=== design 1 ===
Fig. 1: design 1, clock network drawn from the DEF
Drawn at 1.5 px/um.
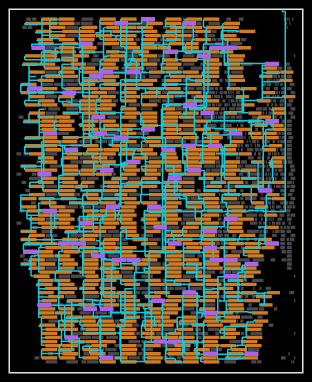

$ cat config.mk
export PLATFORM = sky130hd
export DESIGN_NAME = axil_order_sequencer
export DESIGN_NICKNAME = d
export VERILOG_FILES = /design/src/rtl/axil_order_sequencer.sv
export SDC_FILE = /design/constraint.sdc
export NUM_CORES = 1
export LEC_CHECK = 0
export CAP_MARGIN = 15
export CORE_ASPECT_RATIO = 1.25
export CORE_MARGIN = 4
export CORE_UTILIZATION = 64
export DETAILED_ROUTE_END_ITERATION = 12
export PLACE_DENSITY = 0.85
export SLEW_MARGIN = 20
export SYNTH_ARGS = -nofsm -noshare
export SYNTH_HDL_FRONTEND = slang
export SYNTH_SLANG_ARGS = --single-unit
$ cat constraint.sdc
create_clock -name m00_axi_aclk -period 8.1 [get_ports m00_axi_aclk]
set_input_delay 1.62 -clock m00_axi_aclk [delete_from_list [all_inputs] [get_ports m00_axi_aclk]]
set_output_delay 1.62 -clock m00_axi_aclk [all_outputs]
set_load 0.01 [all_outputs]
$ cat src/rtl/axil_order_sequencer.sv
// AXI-lite master that replays queued address/data configuration orders as single writes,
// optionally holding writes to a gated address until a status register reads nonzero.
module axil_order_sequencer #(
  parameter int unsigned                 AXIL_DATA_WIDTH = 32,
  parameter int unsigned                 AXIL_ADDR_WIDTH = 8,
  parameter int unsigned                 FIFO_DEPTH      = 16,
  parameter bit                          POLL_ENABLE     = 1'b1,
  parameter logic [AXIL_ADDR_WIDTH-1:0]  GATE_ADDR       = 8'h48,
  parameter logic [AXIL_ADDR_WIDTH-1:0]  STATUS_ADDR     = 8'h4c
) (
  input  logic                         m00_axi_aclk,
  input  logic                         m00_axi_aresetn,
  input  logic                         in_valid,
  output logic                         in_ready,
  input  logic [AXIL_ADDR_WIDTH-1:0]   in_addr,
  input  logic [AXIL_DATA_WIDTH-1:0]   in_data,
  input  logic                         err_clr,
  output logic                         busy,
  output logic                         err,
  output logic [15:0]                  sent_count,
  output logic [AXIL_ADDR_WIDTH-1:0]   m00_axi_awaddr,
  output logic [2:0]                   m00_axi_awprot,
  output logic                         m00_axi_awvalid,
  input  logic                         m00_axi_awready,
  output logic [AXIL_DATA_WIDTH-1:0]   m00_axi_wdata,
  output logic [AXIL_DATA_WIDTH/8-1:0] m00_axi_wstrb,
  output logic                         m00_axi_wvalid,
  input  logic                         m00_axi_wready,
  input  logic [1:0]                   m00_axi_bresp,
  input  logic                         m00_axi_bvalid,
  output logic                         m00_axi_bready,
  output logic [AXIL_ADDR_WIDTH-1:0]   m00_axi_araddr,
  output logic [2:0]                   m00_axi_arprot,
  output logic                         m00_axi_arvalid,
  input  logic                         m00_axi_arready,
  input  logic [AXIL_DATA_WIDTH-1:0]   m00_axi_rdata,
  input  logic [1:0]                   m00_axi_rresp,
  input  logic                         m00_axi_rvalid,
  output logic                         m00_axi_rready
);

  localparam int unsigned STRB_W = AXIL_DATA_WIDTH / 8;
  localparam int unsigned PTR_W  = $clog2(FIFO_DEPTH);
  localparam int unsigned CNT_W  = PTR_W + 1;

  typedef struct packed {
    logic [AXIL_ADDR_WIDTH-1:0] addr;
    logic [AXIL_DATA_WIDTH-1:0] data;
  } order_t;

  typedef enum logic [2:0] {
    S_IDLE    = 3'd0,
    S_POLL_AR = 3'd1,
    S_POLL_R  = 3'd2,
    S_WRITE   = 3'd3,
    S_WAIT_B  = 3'd4
  } state_t;

  state_t                     r_state;
  order_t                     r_mem [FIFO_DEPTH];
  logic [PTR_W-1:0]           r_wptr;
  logic [PTR_W-1:0]           r_rptr;
  logic [CNT_W-1:0]           r_count;
  logic                       r_aw_done;
  logic                       r_w_done;
  logic                       r_busy;
  logic                       r_err;
  logic [15:0]                r_sent_count;
  logic [AXIL_ADDR_WIDTH-1:0] r_awaddr;
  logic                       r_awvalid;
  logic [AXIL_DATA_WIDTH-1:0] r_wdata;
  logic                       r_wvalid;
  logic                       r_bready;
  logic [AXIL_ADDR_WIDTH-1:0] r_araddr;
  logic                       r_arvalid;
  logic                       r_rready;

  logic             w_full;
  logic             w_empty;
  logic             w_push;
  logic             w_pop;
  logic [CNT_W-1:0] w_count_nxt;
  order_t           w_head;
  logic             w_head_gated;
  logic             w_start_poll;
  logic             w_poll_retry;
  logic             w_start_write;
  logic             w_aw_done_nxt;
  logic             w_w_done_nxt;
  logic             w_next_idle;
  logic             w_new_err;

  assign w_full       = (r_count == CNT_W'(FIFO_DEPTH));
  assign w_empty      = (r_count == '0);
  assign w_push       = in_valid && !w_full;
  assign w_pop        = (r_state == S_WAIT_B) && m00_axi_bvalid;
  assign w_count_nxt  = r_count + CNT_W'(w_push) - CNT_W'(w_pop);
  assign w_head       = r_mem[r_rptr];
  assign w_head_gated = POLL_ENABLE && (w_head.addr == GATE_ADDR);

  // Transaction start/retry events shared by IDLE and the poll loop
  assign w_start_poll  = (r_state == S_IDLE) && !w_empty && w_head_gated;
  assign w_poll_retry  = (r_state == S_POLL_R) && m00_axi_rvalid &&
                         ((m00_axi_rresp != 2'b00) || (m00_axi_rdata == '0));
  assign w_start_write = ((r_state == S_IDLE) && !w_empty && !w_head_gated) ||
                         ((r_state == S_POLL_R) && m00_axi_rvalid &&
                          (m00_axi_rresp == 2'b00) && (m00_axi_rdata != '0));
  assign w_aw_done_nxt = r_aw_done || (r_awvalid && m00_axi_awready);
  assign w_w_done_nxt  = r_w_done || (r_wvalid && m00_axi_wready);
  assign w_next_idle   = ((r_state == S_IDLE) && w_empty) || w_pop;
  assign w_new_err     = (w_pop && (m00_axi_bresp != 2'b00)) ||
                         ((r_state == S_POLL_R) && m00_axi_rvalid && (m00_axi_rresp != 2'b00));

  // Order storage; contents need no reset since the pointers gate visibility
  always_ff @(posedge m00_axi_aclk) begin
    if (w_push) begin
      r_mem[r_wptr] <= '{addr: in_addr, data: in_data};
    end
  end

  always_ff @(posedge m00_axi_aclk or negedge m00_axi_aresetn) begin
    if (!m00_axi_aresetn) begin
      r_wptr  <= '0;
      r_rptr  <= '0;
      r_count <= '0;
    end else begin
      if (w_push) r_wptr <= r_wptr + PTR_W'(1);
      if (w_pop)  r_rptr <= r_rptr + PTR_W'(1);
      r_count <= w_count_nxt;
    end
  end

  // Sequencer FSM with registered AXI outputs and status
  always_ff @(posedge m00_axi_aclk or negedge m00_axi_aresetn) begin
    if (!m00_axi_aresetn) begin
      r_state      <= S_IDLE;
      r_aw_done    <= 1'b0;
      r_w_done     <= 1'b0;
      r_busy       <= 1'b0;
      r_err        <= 1'b0;
      r_sent_count <= '0;
      r_awaddr     <= '0;
      r_awvalid    <= 1'b0;
      r_wdata      <= '0;
      r_wvalid     <= 1'b0;
      r_bready     <= 1'b0;
      r_araddr     <= '0;
      r_arvalid    <= 1'b0;
      r_rready     <= 1'b0;
    end else begin
      r_busy <= (w_count_nxt != '0) || !w_next_idle;
      r_err  <= (r_err && !err_clr) || w_new_err;
      if (w_pop) r_sent_count <= r_sent_count + 16'd1;

      if (w_start_write) begin
        r_state   <= S_WRITE;
        r_awaddr  <= w_head.addr;
        r_wdata   <= w_head.data;
        r_awvalid <= 1'b1;
        r_wvalid  <= 1'b1;
        r_aw_done <= 1'b0;
        r_w_done  <= 1'b0;
        r_rready  <= 1'b0;
      end else if (w_start_poll || w_poll_retry) begin
        r_state   <= S_POLL_AR;
        r_araddr  <= STATUS_ADDR;
        r_arvalid <= 1'b1;
        r_rready  <= 1'b0;
      end else begin
        unique case (r_state)
          S_IDLE: ;
          S_POLL_AR: begin
            if (m00_axi_arready) begin
              r_arvalid <= 1'b0;
              r_rready  <= 1'b1;
              r_state   <= S_POLL_R;
            end
          end
          S_POLL_R: ;
          S_WRITE: begin
            r_aw_done <= w_aw_done_nxt;
            r_w_done  <= w_w_done_nxt;
            if (r_awvalid && m00_axi_awready) r_awvalid <= 1'b0;
            if (r_wvalid && m00_axi_wready)   r_wvalid  <= 1'b0;
            if (w_aw_done_nxt && w_w_done_nxt) begin
              r_bready <= 1'b1;
              r_state  <= S_WAIT_B;
            end
          end
          S_WAIT_B: begin
            if (m00_axi_bvalid) begin
              r_bready <= 1'b0;
              r_state  <= S_IDLE;
            end
          end
          default: r_state <= S_IDLE;
        endcase
      end
    end
  end

  assign in_ready        = !w_full;
  assign busy            = r_busy;
  assign err             = r_err;
  assign sent_count      = r_sent_count;
  assign m00_axi_awaddr  = r_awaddr;
  assign m00_axi_awprot  = 3'b000;
  assign m00_axi_awvalid = r_awvalid;
  assign m00_axi_wdata   = r_wdata;
  assign m00_axi_wstrb   = {STRB_W{1'b1}};
  assign m00_axi_wvalid  = r_wvalid;
  assign m00_axi_bready  = r_bready;
  assign m00_axi_araddr  = r_araddr;
  assign m00_axi_arprot  = 3'b000;
  assign m00_axi_arvalid = r_arvalid;
  assign m00_axi_rready  = r_rready;

endmodule

=== design 2 ===
--- config.mk ---
export PLATFORM = sky130hd
export DESIGN_NAME = chipper_inject_unit_flat
export DESIGN_NICKNAME = d
export VERILOG_FILES = /design/src/rtl/chipper_inject_unit_pkg.sv /design/src/rtl/chipper_inject_unit_if.sv /design/src/rtl/chipper_inj_fifo.sv /design/src/rtl/chipper_inject_unit.sv /design/src/flat_wrapper.sv
export SDC_FILE = /design/constraint.sdc
export NUM_CORES = 1
export LEC_CHECK = 0
export CORE_MARGIN = 1.5
export CORE_UTILIZATION = 45
export CTS_CLUSTER_SIZE = 28
export DETAILED_ROUTE_END_ITERATION = 8
export DONT_BUFFER_PORTS = 1
export GPL_ROUTABILITY_DRIVEN = 0
export SLEW_MARGIN = 10
export SYNTH_ARGS = -nofsm -noshare
export SYNTH_HDL_FRONTEND = slang
export SYNTH_SLANG_ARGS = --single-unit
--- constraint.sdc ---
create_clock -name clk -period 9.2 [get_ports clk]
set_clock_uncertainty 0.2 [all_clocks]
set_input_delay 1.38 -clock clk [delete_from_list [all_inputs] [get_ports clk]]
set_output_delay 1.38 -clock clk [all_outputs]
set_load 0.05 [all_outputs]
--- src/rtl/chipper_inject_unit_pkg.sv ---
// +------------------------------------------------------------------+
// | chipper_pkg                                                      |
// | Shared constants, flit field helpers and route compute.          |
// | Rev 1.0                                                          |
// +------------------------------------------------------------------+
`default_nettype none

package chipper_pkg;

  localparam int NPORTS = 4;

  localparam int PORT_E = 0;
  localparam int PORT_W = 1;
  localparam int PORT_N = 2;
  localparam int PORT_S = 3;

  typedef logic [4:0] dir_t;

  localparam dir_t DIR_E     = 5'b00001;
  localparam dir_t DIR_W     = 5'b00010;
  localparam dir_t DIR_N     = 5'b00100;
  localparam dir_t DIR_S     = 5'b01000;
  localparam dir_t DIR_LOCAL = 5'b10000;

  // Helpers take the flit zero-extended to 64 bits and the field widths as arguments.
  function automatic logic [15:0] flit_row(input logic [63:0] f, input int coord_w, input int payload_w);
    logic [63:0] t;
    t = (f >> (coord_w + payload_w)) & ((64'd1 << coord_w) - 64'd1);
    return t[15:0];
  endfunction

  function automatic logic [15:0] flit_col(input logic [63:0] f, input int coord_w, input int payload_w);
    logic [63:0] t;
    t = (f >> payload_w) & ((64'd1 << coord_w) - 64'd1);
    return t[15:0];
  endfunction

  function automatic logic [63:0] flit_payload(input logic [63:0] f, input int payload_w);
    return f & ((64'd1 << payload_w) - 64'd1);
  endfunction

  // Column is resolved first, then row; matching both means this node.
  function automatic dir_t route_dir(input logic [15:0] row, input logic [15:0] col,
                                     input logic [15:0] my_row, input logic [15:0] my_col);
    dir_t d;
    if (col > my_col)      d = DIR_E;
    else if (col < my_col) d = DIR_W;
    else if (row > my_row) d = DIR_N;
    else if (row < my_row) d = DIR_S;
    else                   d = DIR_LOCAL;
    return d;
  endfunction

endpackage

`default_nettype wire

--- src/rtl/chipper_inject_unit_if.sv ---
// +------------------------------------------------------------------+
// | chipper_inject_unit_if                                           |
// | Channel, injection and ejection signals of the inject stage.     |
// | Rev 1.0                                                          |
// +------------------------------------------------------------------+
`default_nettype none

interface chipper_inject_unit_if #(
  parameter int FLIT_W = 14
);
  logic [3:0]          in_valid;
  logic [4*FLIT_W-1:0] in_flit;
  logic                inj_valid;
  logic [FLIT_W-1:0]   inj_flit;
  logic                inj_ready;
  logic [3:0]          out_valid;
  logic [4*FLIT_W-1:0] out_flit;
  logic [4*5-1:0]      out_dir;
  logic                ej_valid;
  logic [FLIT_W-1:0]   ej_flit;
  logic                starve;

  modport slave (
    input  in_valid, in_flit, inj_valid, inj_flit,
    output inj_ready, out_valid, out_flit, out_dir, ej_valid, ej_flit, starve
  );

  modport master (
    output in_valid, in_flit, inj_valid, inj_flit,
    input  inj_ready, out_valid, out_flit, out_dir, ej_valid, ej_flit, starve
  );
endinterface

`default_nettype wire

--- src/rtl/chipper_inj_fifo.sv ---
// +------------------------------------------------------------------+
// | chipper_inj_fifo                                                 |
// | Synchronous count-based FIFO holding locally injected flits.     |
// | Rev 1.0                                                          |
// +------------------------------------------------------------------+
`default_nettype none

module chipper_inj_fifo #(
  parameter int WIDTH = 14,
  parameter int DEPTH = 4
) (
  input  wire logic             clk,
  input  wire logic             rst,
  input  wire logic             i_push,
  input  wire logic [WIDTH-1:0] i_data,
  input  wire logic             i_pop,
  output logic      [WIDTH-1:0] o_head,
  output logic                  o_empty,
  output logic                  o_full
);
  localparam int c_AW = $clog2(DEPTH);

  logic [WIDTH-1:0] r_mem [DEPTH];
  logic [c_AW-1:0]  r_wr;
  logic [c_AW-1:0]  r_rd;
  logic [c_AW:0]    r_count;
  logic             w_do_push;
  logic             w_do_pop;

  assign o_empty   = (r_count == '0);
  assign o_full    = (r_count == (c_AW+1)'(DEPTH));
  assign o_head    = r_mem[r_rd];
  assign w_do_push = i_push && !o_full;
  assign w_do_pop  = i_pop && !o_empty;

  always_ff @(posedge clk) begin
    if (w_do_push) r_mem[r_wr] <= i_data;
  end

  always_ff @(posedge clk) begin
    if (rst) begin
      r_wr    <= '0;
      r_rd    <= '0;
      r_count <= '0;
    end else begin
      if (w_do_push) r_wr <= r_wr + c_AW'(1);
      if (w_do_pop)  r_rd <= r_rd + c_AW'(1);
      case ({w_do_push, w_do_pop})
        2'b10:   r_count <= r_count + (c_AW+1)'(1);
        2'b01:   r_count <= r_count - (c_AW+1)'(1);
        default: r_count <= r_count;
      endcase
    end
  end

endmodule

`default_nettype wire

--- src/rtl/chipper_inject_unit.sv ---
// +------------------------------------------------------------------+
// | chipper_inject_unit                                              |
// | Deflection router ejection/injection stage with route compute.   |
// | Rev 1.0                                                          |
// +------------------------------------------------------------------+
`default_nettype none

module chipper_inject_unit #(
  parameter int COORD_W    = 3,
  parameter int PAYLOAD_W  = 8,
  parameter int MY_ROW     = 4,
  parameter int MY_COL     = 4,
  parameter int QDEPTH     = 4,
  parameter int STARVE_LIM = 16
) (
  input wire logic             clk,
  input wire logic             rst,
  chipper_inject_unit_if.slave bus
);
  import chipper_pkg::*;

  localparam int c_ADDR_W = 2 * COORD_W;
  localparam int c_FLIT_W = c_ADDR_W + PAYLOAD_W;
  localparam int c_IDX_W  = $clog2(NPORTS);
  localparam int c_CNT_W  = $clog2(STARVE_LIM + 1);
  localparam logic [c_ADDR_W-1:0] c_MY_ADDR = {COORD_W'(MY_ROW), COORD_W'(MY_COL)};

  logic [c_FLIT_W-1:0] w_slot [NPORTS];
  logic [c_FLIT_W-1:0] w_nf   [NPORTS];
  dir_t                w_dir  [NPORTS];
  logic [NPORTS-1:0]   w_local, w_free, w_nv;
  logic [c_IDX_W-1:0]  w_ej_idx, w_inj_idx, w_scan;
  logic                w_ch_ej, w_inj_hit, w_inj_slot, w_head_local, w_head_eject, w_pop;
  logic [c_FLIT_W-1:0] w_head;
  logic                w_empty, w_full;
  logic [c_CNT_W-1:0]  w_cnt_nxt;

  logic [NPORTS-1:0]          r_out_valid;
  logic [NPORTS*c_FLIT_W-1:0] r_out_flit;
  logic [NPORTS*5-1:0]        r_out_dir;
  logic                       r_ej_valid;
  logic [c_FLIT_W-1:0]        r_ej_flit;
  logic                       r_starve;
  logic [c_IDX_W-1:0]         r_rr;
  logic [c_CNT_W-1:0]         r_cnt;

  chipper_inj_fifo #(.WIDTH(c_FLIT_W), .DEPTH(QDEPTH)) u_fifo (
    .clk     (clk),
    .rst     (rst),
    .i_push  (bus.inj_valid),
    .i_data  (bus.inj_flit),
    .i_pop   (w_pop),
    .o_head  (w_head),
    .o_empty (w_empty),
    .o_full  (w_full)
  );

  generate
    for (genvar i = 0; i < NPORTS; i++) begin : g_slot
      assign w_slot[i]  = bus.in_flit[i*c_FLIT_W +: c_FLIT_W];
      assign w_local[i] = bus.in_valid[i] && (w_slot[i][c_FLIT_W-1 -: c_ADDR_W] == c_MY_ADDR);
    end
  endgenerate

  always_comb begin
    w_ch_ej   = 1'b0;
    w_ej_idx  = '0;
    for (int i = NPORTS-1; i >= 0; i--) begin
      if (w_local[i]) begin
        w_ch_ej  = 1'b1;
        w_ej_idx = c_IDX_W'(i);
      end
    end

    w_free = ~bus.in_valid;
    if (w_ch_ej) w_free[w_ej_idx] = 1'b1;

    // A self-addressed head never takes a channel; it uses the eject port when idle.
    w_head_local = !w_empty && (w_head[c_FLIT_W-1 -: c_ADDR_W] == c_MY_ADDR);
    w_head_eject = w_head_local && !w_ch_ej;

    w_inj_hit = 1'b0;
    w_inj_idx = '0;
    w_scan    = '0;
    for (int k = NPORTS-1; k >= 0; k--) begin
      w_scan = r_rr + c_IDX_W'(k);
      if (w_free[w_scan]) begin
        w_inj_hit = 1'b1;
        w_inj_idx = w_scan;
      end
    end
    w_inj_slot = !w_empty && !w_head_local && w_inj_hit;
    w_pop      = w_inj_slot || w_head_eject;

    w_nv = bus.in_valid;
    if (w_ch_ej) w_nv[w_ej_idx] = 1'b0;
    for (int i = 0; i < NPORTS; i++) w_nf[i] = w_slot[i];
    if (w_inj_slot) begin
      w_nv[w_inj_idx] = 1'b1;
      w_nf[w_inj_idx] = w_head;
    end

    for (int i = 0; i < NPORTS; i++) begin
      w_dir[i] = route_dir(flit_row(64'(w_nf[i]), COORD_W, PAYLOAD_W),
                           flit_col(64'(w_nf[i]), COORD_W, PAYLOAD_W),
                           16'(MY_ROW), 16'(MY_COL));
    end

    if (w_empty || w_pop)                       w_cnt_nxt = '0;
    else if (r_cnt != c_CNT_W'(STARVE_LIM))     w_cnt_nxt = r_cnt + c_CNT_W'(1);
    else                                        w_cnt_nxt = r_cnt;
  end

  always_ff @(posedge clk) begin
    if (rst) begin
      r_out_valid <= '0;
      r_out_flit  <= '0;
      r_out_dir   <= '0;
      r_ej_valid  <= 1'b0;
      r_ej_flit   <= '0;
      r_starve    <= 1'b0;
      r_rr        <= '0;
      r_cnt       <= '0;
    end else begin
      r_out_valid <= w_nv;
      for (int i = 0; i < NPORTS; i++) begin
        r_out_flit[i*c_FLIT_W +: c_FLIT_W] <= w_nv[i] ? w_nf[i] : '0;
        r_out_dir[i*5 +: 5]                <= w_nv[i] ? w_dir[i] : '0;
      end
      r_ej_valid <= w_ch_ej || w_head_eject;
      if (w_ch_ej)           r_ej_flit <= w_slot[w_ej_idx];
      else if (w_head_eject) r_ej_flit <= w_head;
      else                   r_ej_flit <= '0;
      if (w_inj_slot) r_rr <= w_inj_idx + c_IDX_W'(1);
      r_cnt    <= w_cnt_nxt;
      r_starve <= (w_cnt_nxt == c_CNT_W'(STARVE_LIM));
    end
  end

  assign bus.inj_ready = !w_full;
  assign bus.out_valid = r_out_valid;
  assign bus.out_flit  = r_out_flit;
  assign bus.out_dir   = r_out_dir;
  assign bus.ej_valid  = r_ej_valid;
  assign bus.ej_flit   = r_ej_flit;
  assign bus.starve    = r_starve;

endmodule

`default_nettype wire

--- src/flat_wrapper.sv ---
// flat-port wrapper written by rule: the top's interface ports become plain ports
module chipper_inject_unit_flat import chipper_pkg::*;
#(
  parameter int COORD_W    = 3,
  parameter int PAYLOAD_W  = 8,
  parameter int MY_ROW     = 4,
  parameter int MY_COL     = 4,
  parameter int QDEPTH     = 4,
  parameter int STARVE_LIM = 16
)
  (clk, rst, bus_in_valid, bus_in_flit, bus_inj_valid, bus_inj_flit, bus_inj_ready, bus_out_valid, bus_out_flit, bus_out_dir, bus_ej_valid, bus_ej_flit, bus_starve);
  chipper_inject_unit_if #(.FLIT_W((14))) bus_i ();
  input wire logic clk;
  input wire logic rst;
  input wire logic [$bits(bus_i.in_valid)-1:0] bus_in_valid;
  input wire logic [$bits(bus_i.in_flit)-1:0] bus_in_flit;
  input wire logic [$bits(bus_i.inj_valid)-1:0] bus_inj_valid;
  input wire logic [$bits(bus_i.inj_flit)-1:0] bus_inj_flit;
  output wire logic [$bits(bus_i.inj_ready)-1:0] bus_inj_ready;
  output wire logic [$bits(bus_i.out_valid)-1:0] bus_out_valid;
  output wire logic [$bits(bus_i.out_flit)-1:0] bus_out_flit;
  output wire logic [$bits(bus_i.out_dir)-1:0] bus_out_dir;
  output wire logic [$bits(bus_i.ej_valid)-1:0] bus_ej_valid;
  output wire logic [$bits(bus_i.ej_flit)-1:0] bus_ej_flit;
  output wire logic [$bits(bus_i.starve)-1:0] bus_starve;
  assign bus_i.in_valid = bus_in_valid;
  assign bus_i.in_flit = bus_in_flit;
  assign bus_i.inj_valid = bus_inj_valid;
  assign bus_i.inj_flit = bus_inj_flit;
  assign bus_inj_ready = bus_i.inj_ready;
  assign bus_out_valid = bus_i.out_valid;
  assign bus_out_flit = bus_i.out_flit;
  assign bus_out_dir = bus_i.out_dir;
  assign bus_ej_valid = bus_i.ej_valid;
  assign bus_ej_flit = bus_i.ej_flit;
  assign bus_starve = bus_i.starve;
  chipper_inject_unit #(.COORD_W(COORD_W), .PAYLOAD_W(PAYLOAD_W), .MY_ROW(MY_ROW), .MY_COL(MY_COL), .QDEPTH(QDEPTH), .STARVE_LIM(STARVE_LIM)) u_core (.clk(clk), .rst(rst), .bus(bus_i));
endmodule
=== design 3 ===
$ cat src/rtl/rf_wb_sink.sv
// Architectural register file with write-through bypass, plus a per-register
// pending-write scoreboard that raises a RAW/saturation stall toward the D stage.
module rf_wb_sink #(
    parameter int N_BITS = 32,
    parameter int N_REGS = 32,
    parameter int ADDR_W = 5,
    parameter int CNT_W  = 2
) (
    input  logic              clk,
    input  logic              rst,
    input  logic              wb_en,
    input  logic [ADDR_W-1:0] wb_addr,
    input  logic [N_BITS-1:0] wb_data,
    input  logic [ADDR_W-1:0] rs1_addr,
    input  logic [ADDR_W-1:0] rs2_addr,
    output logic [N_BITS-1:0] rs1_data,
    output logic [N_BITS-1:0] rs2_data,
    input  logic              iss_valid,
    input  logic              iss_rs1_ren,
    input  logic              iss_rs2_ren,
    input  logic              iss_rd_wen,
    input  logic [ADDR_W-1:0] iss_rd_addr,
    output logic              stall,
    output logic              sb_err
);

    localparam logic [CNT_W-1:0] CNT_MAX = {CNT_W{1'b1}};

    logic [N_BITS-1:0] regs_q [N_REGS];
    logic [CNT_W-1:0]  pend_q [N_REGS];
    logic [CNT_W-1:0]  pend_d [N_REGS];
    logic              sb_err_q, sb_err_d;

    logic [N_REGS-1:0] inc, dec, busy;
    logic              hazard1, hazard2, sat, fire;

    function automatic logic [N_BITS-1:0] read_port(
        input logic [ADDR_W-1:0] addr,
        input logic              we,
        input logic [ADDR_W-1:0] waddr,
        input logic [N_BITS-1:0] wdata,
        input logic [N_BITS-1:0] arr_val
    );
        if (addr == '0)
            return '0;
        else if (we && (waddr == addr))
            return wdata;
        else
            return arr_val;
    endfunction

    assign rs1_data = read_port(rs1_addr, wb_en, wb_addr, wb_data, regs_q[rs1_addr]);
    assign rs2_data = read_port(rs2_addr, wb_en, wb_addr, wb_data, regs_q[rs2_addr]);

    // A write-back landing this cycle retires one pending write, so it no longer blocks.
    always_comb begin
        dec  = '0;
        busy = '0;
        for (int r = 1; r < N_REGS; r++) begin
            dec[r]  = wb_en && (wb_addr == ADDR_W'(r));
            busy[r] = (pend_q[r] > CNT_W'(1)) ||
                      ((pend_q[r] == CNT_W'(1)) && !dec[r]);
        end
    end

    assign hazard1 = iss_rs1_ren && busy[rs1_addr];
    assign hazard2 = iss_rs2_ren && busy[rs2_addr];
    assign sat     = iss_rd_wen && (iss_rd_addr != '0) &&
                     (pend_q[iss_rd_addr] == CNT_MAX) && !dec[iss_rd_addr];
    assign stall   = iss_valid && (hazard1 || hazard2 || sat);
    assign fire    = iss_valid && !stall;

    always_comb begin
        inc      = '0;
        sb_err_d = sb_err_q;
        for (int r = 0; r < N_REGS; r++) begin
            pend_d[r] = pend_q[r];
        end
        for (int r = 1; r < N_REGS; r++) begin
            inc[r] = fire && iss_rd_wen && (iss_rd_addr == ADDR_W'(r));
            if (inc[r] && !dec[r]) begin
                if (pend_q[r] == CNT_MAX)
                    sb_err_d = 1'b1;
                else
                    pend_d[r] = pend_q[r] + CNT_W'(1);
            end else if (dec[r] && !inc[r]) begin
                if (pend_q[r] == '0)
                    sb_err_d = 1'b1;
                else
                    pend_d[r] = pend_q[r] - CNT_W'(1);
            end
        end
        pend_d[0] = '0;
    end

    always_ff @(posedge clk) begin
        if (rst) begin
            sb_err_q <= 1'b0;
            for (int r = 0; r < N_REGS; r++) begin
                regs_q[r] <= '0;
                pend_q[r] <= '0;
            end
        end else begin
            sb_err_q <= sb_err_d;
            for (int r = 0; r < N_REGS; r++) begin
                pend_q[r] <= pend_d[r];
            end
            if (wb_en && (wb_addr != '0))
                regs_q[wb_addr] <= wb_data;
        end
    end

    assign sb_err = sb_err_q;

endmodule

$ cat config.mk
export PLATFORM = sky130hd
export DESIGN_NAME = rf_wb_sink
export DESIGN_NICKNAME = d
export VERILOG_FILES = /design/src/rtl/rf_wb_sink.sv
export SDC_FILE = /design/constraint.sdc
export NUM_CORES = 2
export LEC_CHECK = 0
export CELL_PAD_IN_SITES_DETAIL_PLACEMENT = 0
export CELL_PAD_IN_SITES_GLOBAL_PLACEMENT = 1
export CORE_ASPECT_RATIO = 2
export CORE_MARGIN = 4
export CORE_UTILIZATION = 54
export DETAILED_ROUTE_END_ITERATION = 8
export DONT_BUFFER_PORTS = 1
export GPL_TIMING_DRIVEN = 0
export PLACE_DENSITY_LB_ADDON = 0.2
export SLEW_MARGIN = 10
export SYNTH_ARGS = -nofsm -noshare
export SYNTH_HDL_FRONTEND = slang
export SYNTH_SLANG_ARGS = --single-unit
$ cat constraint.sdc
create_clock -name clk -period 4.5 [get_ports clk]
set_clock_uncertainty 0.05 [all_clocks]
set_input_delay 0.45 -clock clk [delete_from_list [all_inputs] [get_ports clk]]
set_output_delay 0.45 -clock clk [all_outputs]
set_load 0.005 [all_outputs]
=== design 4 ===
### src/rtl/mc8051_mem_resp.sv
`default_nettype none
// ============================================================================
// mc8051_mem_resp : one-at-a-time memory responder (IRAM / SFR bus / XDATA bus)
// Rev 1.0
// ============================================================================
module mc8051_mem_resp #(
  parameter int unsigned TMO_CYC = 16
) (
  input  logic        i_clk,
  input  logic        i_rst_n,
  input  logic        i_req_valid,
  output logic        o_req_ready,
  input  logic        i_req_we,
  input  logic        i_req_space,
  input  logic        i_req_indirect,
  input  logic [15:0] i_req_addr,
  input  logic [7:0]  i_req_wdata,
  output logic        o_rsp_valid,
  output logic [7:0]  o_rsp_rdata,
  output logic        o_rsp_err,
  output logic        o_sfr_req,
  output logic        o_sfr_we,
  output logic [7:0]  o_sfr_addr,
  output logic [7:0]  o_sfr_wdata,
  input  logic        i_sfr_ack,
  input  logic [7:0]  i_sfr_rdata,
  output logic        o_ext_req,
  output logic        o_ext_we,
  output logic [15:0] o_ext_addr,
  output logic [7:0]  o_ext_wdata,
  input  logic        i_ext_ack,
  input  logic [7:0]  i_ext_rdata
);

  typedef enum logic [1:0] {
    IDLE     = 2'd0,
    SFR_WAIT = 2'd1,
    EXT_WAIT = 2'd2,
    RESP     = 2'd3
  } state_t;

  localparam logic [7:0] TMO_LAST = 8'(TMO_CYC - 1);

  state_t     state;
  state_t     state_nxt;
  logic [7:0] tmo_cnt;
  logic [7:0] iram [256];
  logic       accept;
  logic       sel_ext;
  logic       sel_iram;
  logic       bus_ack;
  logic       bus_we;
  logic [7:0] bus_rdata;
  logic       tmo_hit;

  assign accept   = i_req_valid && (state == IDLE);
  assign sel_ext  = i_req_space;
  // Indirect accesses to the upper half reach IRAM, never the SFRs.
  assign sel_iram = !i_req_space && (!i_req_addr[7] || i_req_indirect);

  // Only the bus owned by the current wait state may complete it.
  always_comb begin
    bus_ack   = 1'b0;
    bus_we    = 1'b0;
    bus_rdata = 8'h00;
    case (state)
      SFR_WAIT: begin
        bus_ack   = i_sfr_ack;
        bus_we    = o_sfr_we;
        bus_rdata = i_sfr_rdata;
      end
      EXT_WAIT: begin
        bus_ack   = i_ext_ack;
        bus_we    = o_ext_we;
        bus_rdata = i_ext_rdata;
      end
      default: ;
    endcase
  end

  // An ack in the final allowed cycle wins over the timeout.
  assign tmo_hit     = !bus_ack && (tmo_cnt == TMO_LAST);
  assign o_req_ready = (state == IDLE);
  assign o_rsp_valid = (state == RESP);

  always_ff @(posedge i_clk or negedge i_rst_n) begin
    if (!i_rst_n) state <= IDLE;
    else          state <= state_nxt;
  end

  always_comb begin
    state_nxt = state;
    case (state)
      IDLE: begin
        if (accept) begin
          if (sel_ext)       state_nxt = EXT_WAIT;
          else if (sel_iram) state_nxt = RESP;
          else               state_nxt = SFR_WAIT;
        end
      end
      SFR_WAIT, EXT_WAIT: begin
        if (bus_ack || tmo_hit) state_nxt = RESP;
      end
      RESP:    state_nxt = IDLE;
      default: state_nxt = IDLE;
    endcase
  end

  always_ff @(posedge i_clk) begin
    if (accept && sel_iram && i_req_we) iram[i_req_addr[7:0]] <= i_req_wdata;
  end

  always_ff @(posedge i_clk or negedge i_rst_n) begin
    if (!i_rst_n) begin
      tmo_cnt     <= 8'h00;
      o_rsp_rdata <= 8'h00;
      o_rsp_err   <= 1'b0;
      o_sfr_req   <= 1'b0;
      o_sfr_we    <= 1'b0;
      o_sfr_addr  <= 8'h00;
      o_sfr_wdata <= 8'h00;
      o_ext_req   <= 1'b0;
      o_ext_we    <= 1'b0;
      o_ext_addr  <= 16'h0000;
      o_ext_wdata <= 8'h00;
    end else if (accept) begin
      tmo_cnt     <= 8'h00;
      o_rsp_err   <= 1'b0;
      o_rsp_rdata <= 8'h00;
      if (sel_ext) begin
        o_ext_req   <= 1'b1;
        o_ext_we    <= i_req_we;
        o_ext_addr  <= i_req_addr;
        o_ext_wdata <= i_req_wdata;
      end else if (sel_iram) begin
        if (!i_req_we) o_rsp_rdata <= iram[i_req_addr[7:0]];
      end else begin
        o_sfr_req   <= 1'b1;
        o_sfr_we    <= i_req_we;
        o_sfr_addr  <= i_req_addr[7:0];
        o_sfr_wdata <= i_req_wdata;
      end
    end else if (state == SFR_WAIT || state == EXT_WAIT) begin
      if (bus_ack || tmo_hit) begin
        o_sfr_req <= 1'b0;
        o_ext_req <= 1'b0;
      end
      if (bus_ack) begin
        if (!bus_we) o_rsp_rdata <= bus_rdata;
      end else if (tmo_hit) begin
        o_rsp_err   <= 1'b1;
        o_rsp_rdata <= 8'hFF;
      end else begin
        tmo_cnt <= tmo_cnt + 8'd1;
      end
    end
  end

endmodule
`default_nettype wire
### config.mk
export PLATFORM = sky130hd
export DESIGN_NAME = mc8051_mem_resp
export DESIGN_NICKNAME = d
export VERILOG_FILES = /design/src/rtl/mc8051_mem_resp.sv
export SDC_FILE = /design/constraint.sdc
export NUM_CORES = 2
export LEC_CHECK = 0
export CAP_MARGIN = 20
export CORE_ASPECT_RATIO = 1.4
export CORE_MARGIN = 4
export CORE_UTILIZATION = 40
export DETAILED_ROUTE_END_ITERATION = 12
export SLEW_MARGIN = 20
export SYNTH_ARGS = -nofsm -noshare
export SYNTH_HDL_FRONTEND = slang
export SYNTH_SLANG_ARGS = --single-unit
export TNS_END_PERCENT = 100
### constraint.sdc
create_clock -name i_clk -period 2.8 [get_ports i_clk]
set_input_delay 0.28 -clock i_clk [delete_from_list [all_inputs] [get_ports i_clk]]
set_output_delay 0.28 -clock i_clk [all_outputs]
set_load 0.02 [all_outputs]
Fig. 2: design 4, routing congestion map
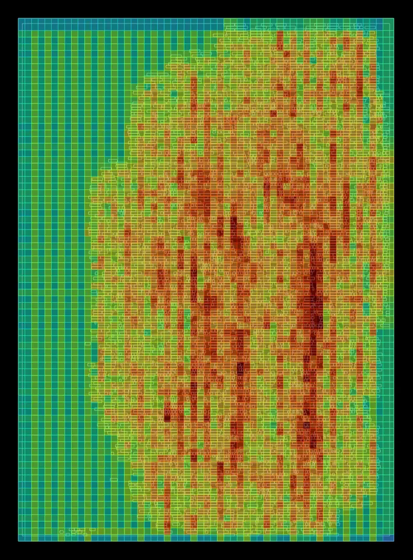
gr busiest metal: met2
drt wl/cell: 28.3 um
met3 Use GR: 0.0237

==> results.cfg, design 4 <==
; generated from flow reports
[critical_path]
cp.required_ns = 3.48
critPathLaunchType = register
rrSetupSlack_ns = 0.04
end_kind = register
critPathKind = register to register
crit_path_end = o_rsp_rdata[3]$_DFFE_PN0P_

[finish]
regArea_mm2 = 0.0631
inv_count = 5

[routing]
viasPerCell = 5.61

[clocking]
h-tree-depth = 4

[min_path]
hold_class = primary input to async pin

[run_status]
status = finished, final reports clean

[synth]
top_area_cell = edfxtp_1
topCellsByArea = edfxtp_1, mux4_2, mux2i_1

[power]
power_mw = 66.9

[floorplanning]
rows = 196

[placement]
post-place-ws_ns = -1.07
==> design 4: timing repair <==
item                                    4_1_cts  5_1_grt
pin swaps                                     0        2
endpoints found under the setup margin       16     1512
setup buffers                                 0        1
resized                                      15       67
hold buffers                                 10        0
hold endpoints to repair                    444        0
==> design 4: per-layer routing <==
layer | share of wire | wire length [um] | vias up | track usage
met3 | 0.058 | 12600 | 389 | 0.0237
met4 | 0.045 | 9790 | 2 | 0.0821
met2 | 0.52 | 113000 | 1625 | 0.362
met5 | 0.000060 | 13 | - | 0
met1 | 0.38 | 82800 | 22800 | 0.258
li1 | - | - | 18500 | -
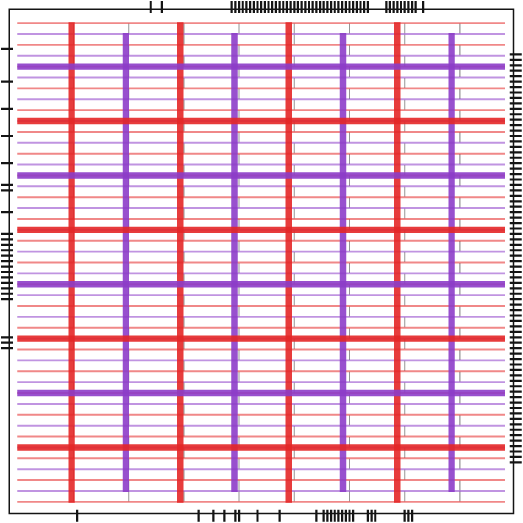
Fig. 3. PDN straps and rails (design 2).
Drawn at 4 px/um. Pins as bars on the die edge. Tap cells in gray.
purple -> VDD
red -> VSS
signal pins = 174
met1 rails = 45
Peak VDD IR: 0.179 mV
core area: 0.0146 mm2
Die W: 126 um
Die Ht: 126 um

==> results.cfg, design 2 <==
; generated from flow reports
[run_status]
status = finished, final reports clean

[synth]
ff_type = dfxtp_1
synth_cell_types = 61
synthXorXnorAreaFrac = 0.00776
top_area_frac = 0.331
ys_cells = 614
synth-edff-count = 56
syn_avg_cell_area_um2 = 11.0
synthesis.area_mm2 = 0.00677

[power]
power.share.clock = 0.322

[clocking]
h-tree-depth = 4

[routing]
post-route-drc-count = 0
drt_iter0_markers = 436

[grt]
grt_pass1_vias = 4612
gr-usage-met3 = 0.0862

[floorplanning]
io_pins = 174
floorplan.core_util = 0.464

[timing]
slew_violations = 0
hold_ws_ns = 0.305
fmax_mhz = 219
finalClockPeriodUsage = 0.495
post-route-min-period_ns = 4.56

[finish]
design_area_mm2 = 0.00750
fin_cells = 801

[placement]
placed_area_mm2 = 0.00688

[min_path]
hp-start = u_core.u_fifo.r_wr[1]$_SDFFE_PP0P_

[critical_path]
reg2regPathDepth = 11
[design 2: power groups by stage]
| stage | Clock, mW | Sequential, mW | Combinational [mW] |
|---|---|---|---|
| floorplan | 0 | 1.11 | 0.367 |
| global placement | 0 | 1.15 | 0.414 |
| detailed placement | 0 | 1.15 | 0.428 |
| CTS | 0.755 | 1.14 | 0.434 |
| global route | 0.787 | 1.15 | 0.476 |
| finish | 0.745 | 1.13 | 0.436 |
[design 2: layout make-up]
type	instances	area, um2
fillers	1258	7090
clock buffers	17	425
well taps	184	230
inverters	14	52.6
repair buffers	5	37.5
flip-flops and latches	168	3920
clock inverters	15	190
multi-input cells	398	2640
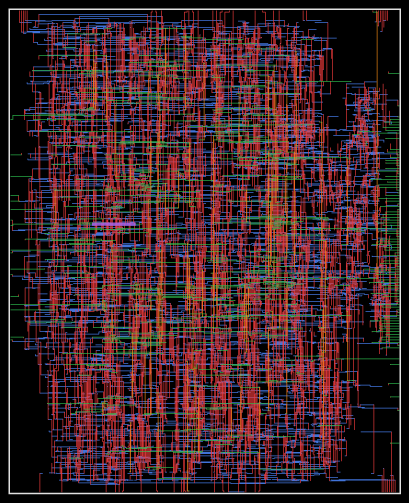
Fig. 4. Metal layers overlaid (design 1).
Drawn at 2 px/um.
green -> metal 3  # wire length 6,080 um
red -> metal 2  # wire length 33.8 mm
purple -> metal 5  # wire length 20.2 um
orange -> metal 4  # wire length 2,540 um
blue -> metal 1  # wire length 23.1 mm
Vias: 14,000
Routed WL: 65,500 um
drt wl/cell: 31.9 um

Fig. 5: design 1, routing congestion map
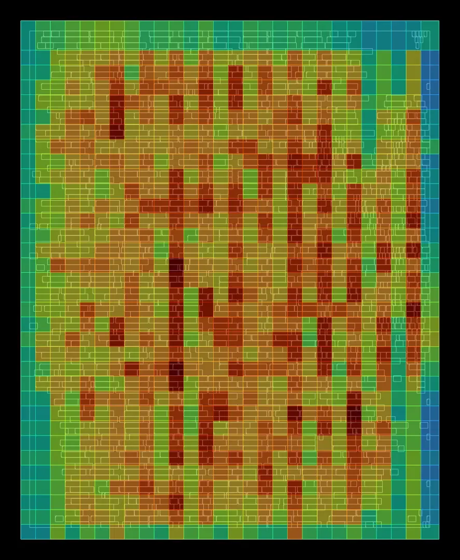
met1 usage in global routing: 0.368
gr usage total: 0.281

Notes on Fig. 1 above:
cyan -> clock wires  # length 7,700 um
orange -> flip-flops  # count 722
purple -> clock drivers  # count 66
flops lie = widely spread
routed clock nets = 67

==> results.cfg, design 1 <==
; generated from flow reports
[power]
peakVddDrop_mv = 0.280
power_leader = registers
switching_share = 0.279
power_mw = 10.6

[synth]
topCellsByArea = edfxtp_1, mux4_2, dfrtp_1
synth_flop_count = 722
top_cell = edfxtp_1
synthXorXnorAreaFrac = 0.00785
aoi_share = 0.0126
top_area_cell = edfxtp_1

[finish]
num-fill-cells = 2213
sh_seq_area = 0.663
final_cell_mix = edfxtp_1, mux4_2, clkdlybuf4s50_1

[clocking]
cts_tree = yes

[grt]
grt_pass1_wl_um = 96000

[timing]
finalClockPeriodUsage = 0.613
tightest_slew_ns = 1.10
fin_worst_skew_ns = 0.0226

[floorplanning]
chipHeight_um = 241
die_w_um = 195

[run_status]
status = finished, final reports clean

[routing]
wl_met1_um = 23100
wl_met3_um = 6080

[critical_path]
rrSetupSlack_ns = 3.14
-- design 1: through the flow --
step | utilization | std cells | instance area [um2]
2_1_floorplan | - | 1271 | 27900
3_3_place_gp | 0.696 | 1935 | 30000
3_5_place_dp | 0.696 | 1935 | 30000
4_1_cts | 0.745 | 2055 | 32100
5_1_grt | 0.745 | 2056 | 32100
6_report | 0.745 | 2056 | 32100
-- design 1: flip-flops by register name, summed over array words and instances (netlist names), 3 cells and up --
signal          cells
m00_axi_wdata      32
r_rptr              4
r_wptr              4
r_mem             640
m00_axi_awaddr      8
r_state             3
sent_count         16
r_count             5
Fig. 6: design 3, clock network drawn from the DEF
Drawn at 1 px/um.
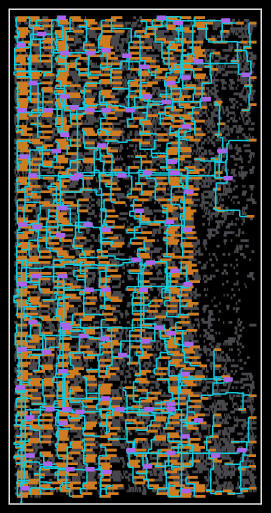
purple -> clock drivers  # count 100
orange -> flip-flops  # count 1,087
cyan -> clock wires  # length 14,200 um
routed clock nets = 101
clk latency of the worst-skew pair: 0.75 ns
Clock Power: 9.40 mW

==> results.cfg, design 3 <==
; generated from flow reports
[flow_run]
max-cap-violations = 2

[finish]
drive_gt1_frac = 0.203
design_area_mm2 = 0.0713

[power]
p_per_area_mw_per_mm2 = 351
power_mw = 25.0

[timing]
setup_slack_ns = -0.393
slew_violations = 11
finalSetupViolations = 18

[clocking]
clk_pin_slew_ns = 0.07

[routing]
vias = 47400

[synth]
ys_chip_area_mm2 = 0.0636

[run_status]
violations = max-capacitance violations, max-slew violations, negative setup slack
status = finished with violations

[critical_path]
cp.arrival_ns = 5.45
critPathKind = register to register
design 3: flip-flops by register name, summed over array words and instances (netlist names):
signal	cells
sb_err	1
regs_q	1024
pend_q	62
design 3: report_power, final:
part / switching, mW / internal [mW]
Combinational: 2.45 / 1.30
Sequential: 0.287 / 11.6
Clock: 4.15 / 5.25
Total: 6.88 / 18.1
design 3: per-layer routing:
metal	GRT usage	wire length [um]	vias to the layer above
li1	-	-	18800
met1	0.455	79700	23500
met2	0.745	137000	3704
met3	0.160	34100	1369
met4	0.472	38800	14
met5	0	92	-


==> gallery <==
Metal layers overlaid.
(a)
Drawn at 1 px/um.
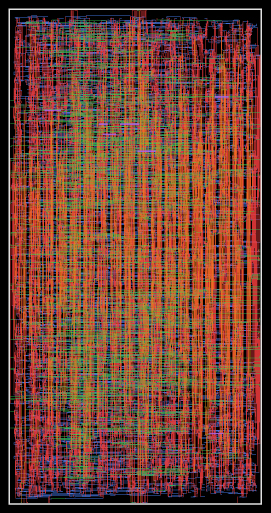
(b)
Drawn at 4 px/um.
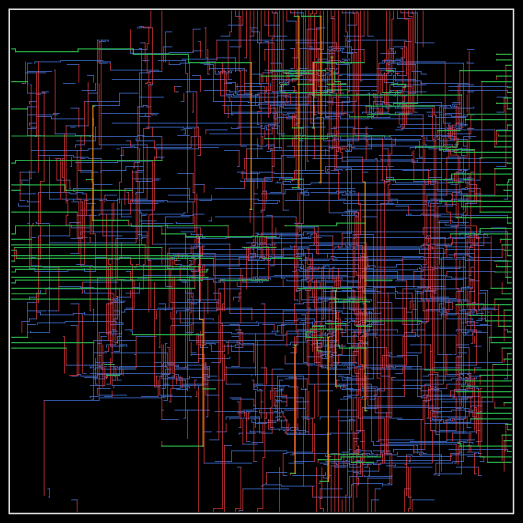
(c)
Drawn at 1 px/um.
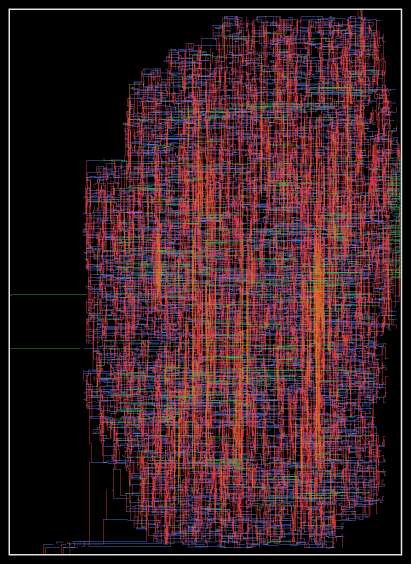
The one with the largest die is (c).
The one with the smallest die is (b).
| from | picture |
|---|---|
| design 2 | (b) |
| design 3 | (a) |
| design 4 | (c) |

Key to (a):
green -> metal 3  # wire length 34.1 mm
red -> metal 2  # wire length 137 mm
blue -> metal 1  # wire length 79.7 mm
purple -> metal 5  # wire length 92.7 um
orange -> metal 4  # wire length 38.8 mm


==> notes/layouts.md <==
Pictures saved along the way, in no particular order.

PDN straps and rails.
shot_01.png
Drawn at 1 px/um. Pins as bars on the die edge. Tap cells in gray.
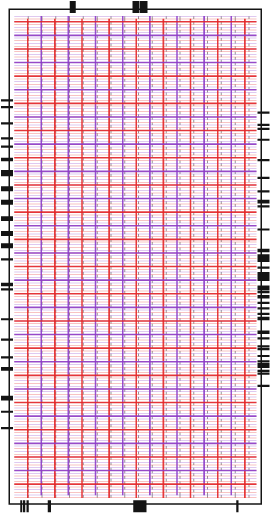
shot_02.png
Pins as bars on the die edge. Tap cells in gray.
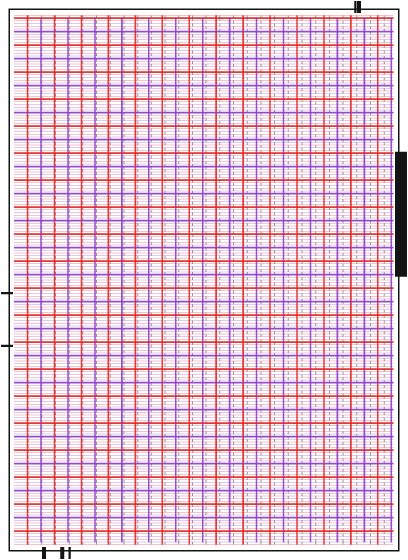
shot_03.png
Drawn at 2 px/um. Pins as bars on the die edge. Tap cells in gray.
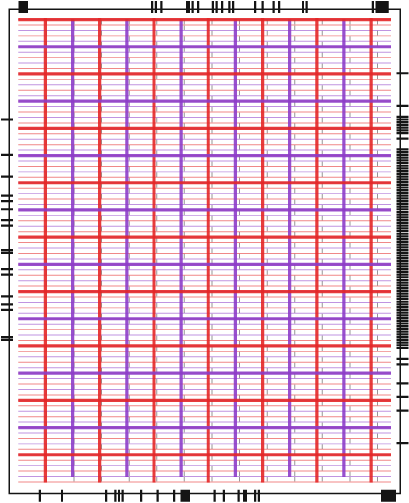
shot_02.png -> design 4
shot_01.png -> design 3
shot_03.png -> design 1
- smallest die: shot_03.png

Key to shot_01.png:
purple -> VDD
red -> VSS
signal pins = 125
tap cells = 1,521

Power figures rest on the tool's default switching activity, not on a simulated workload.
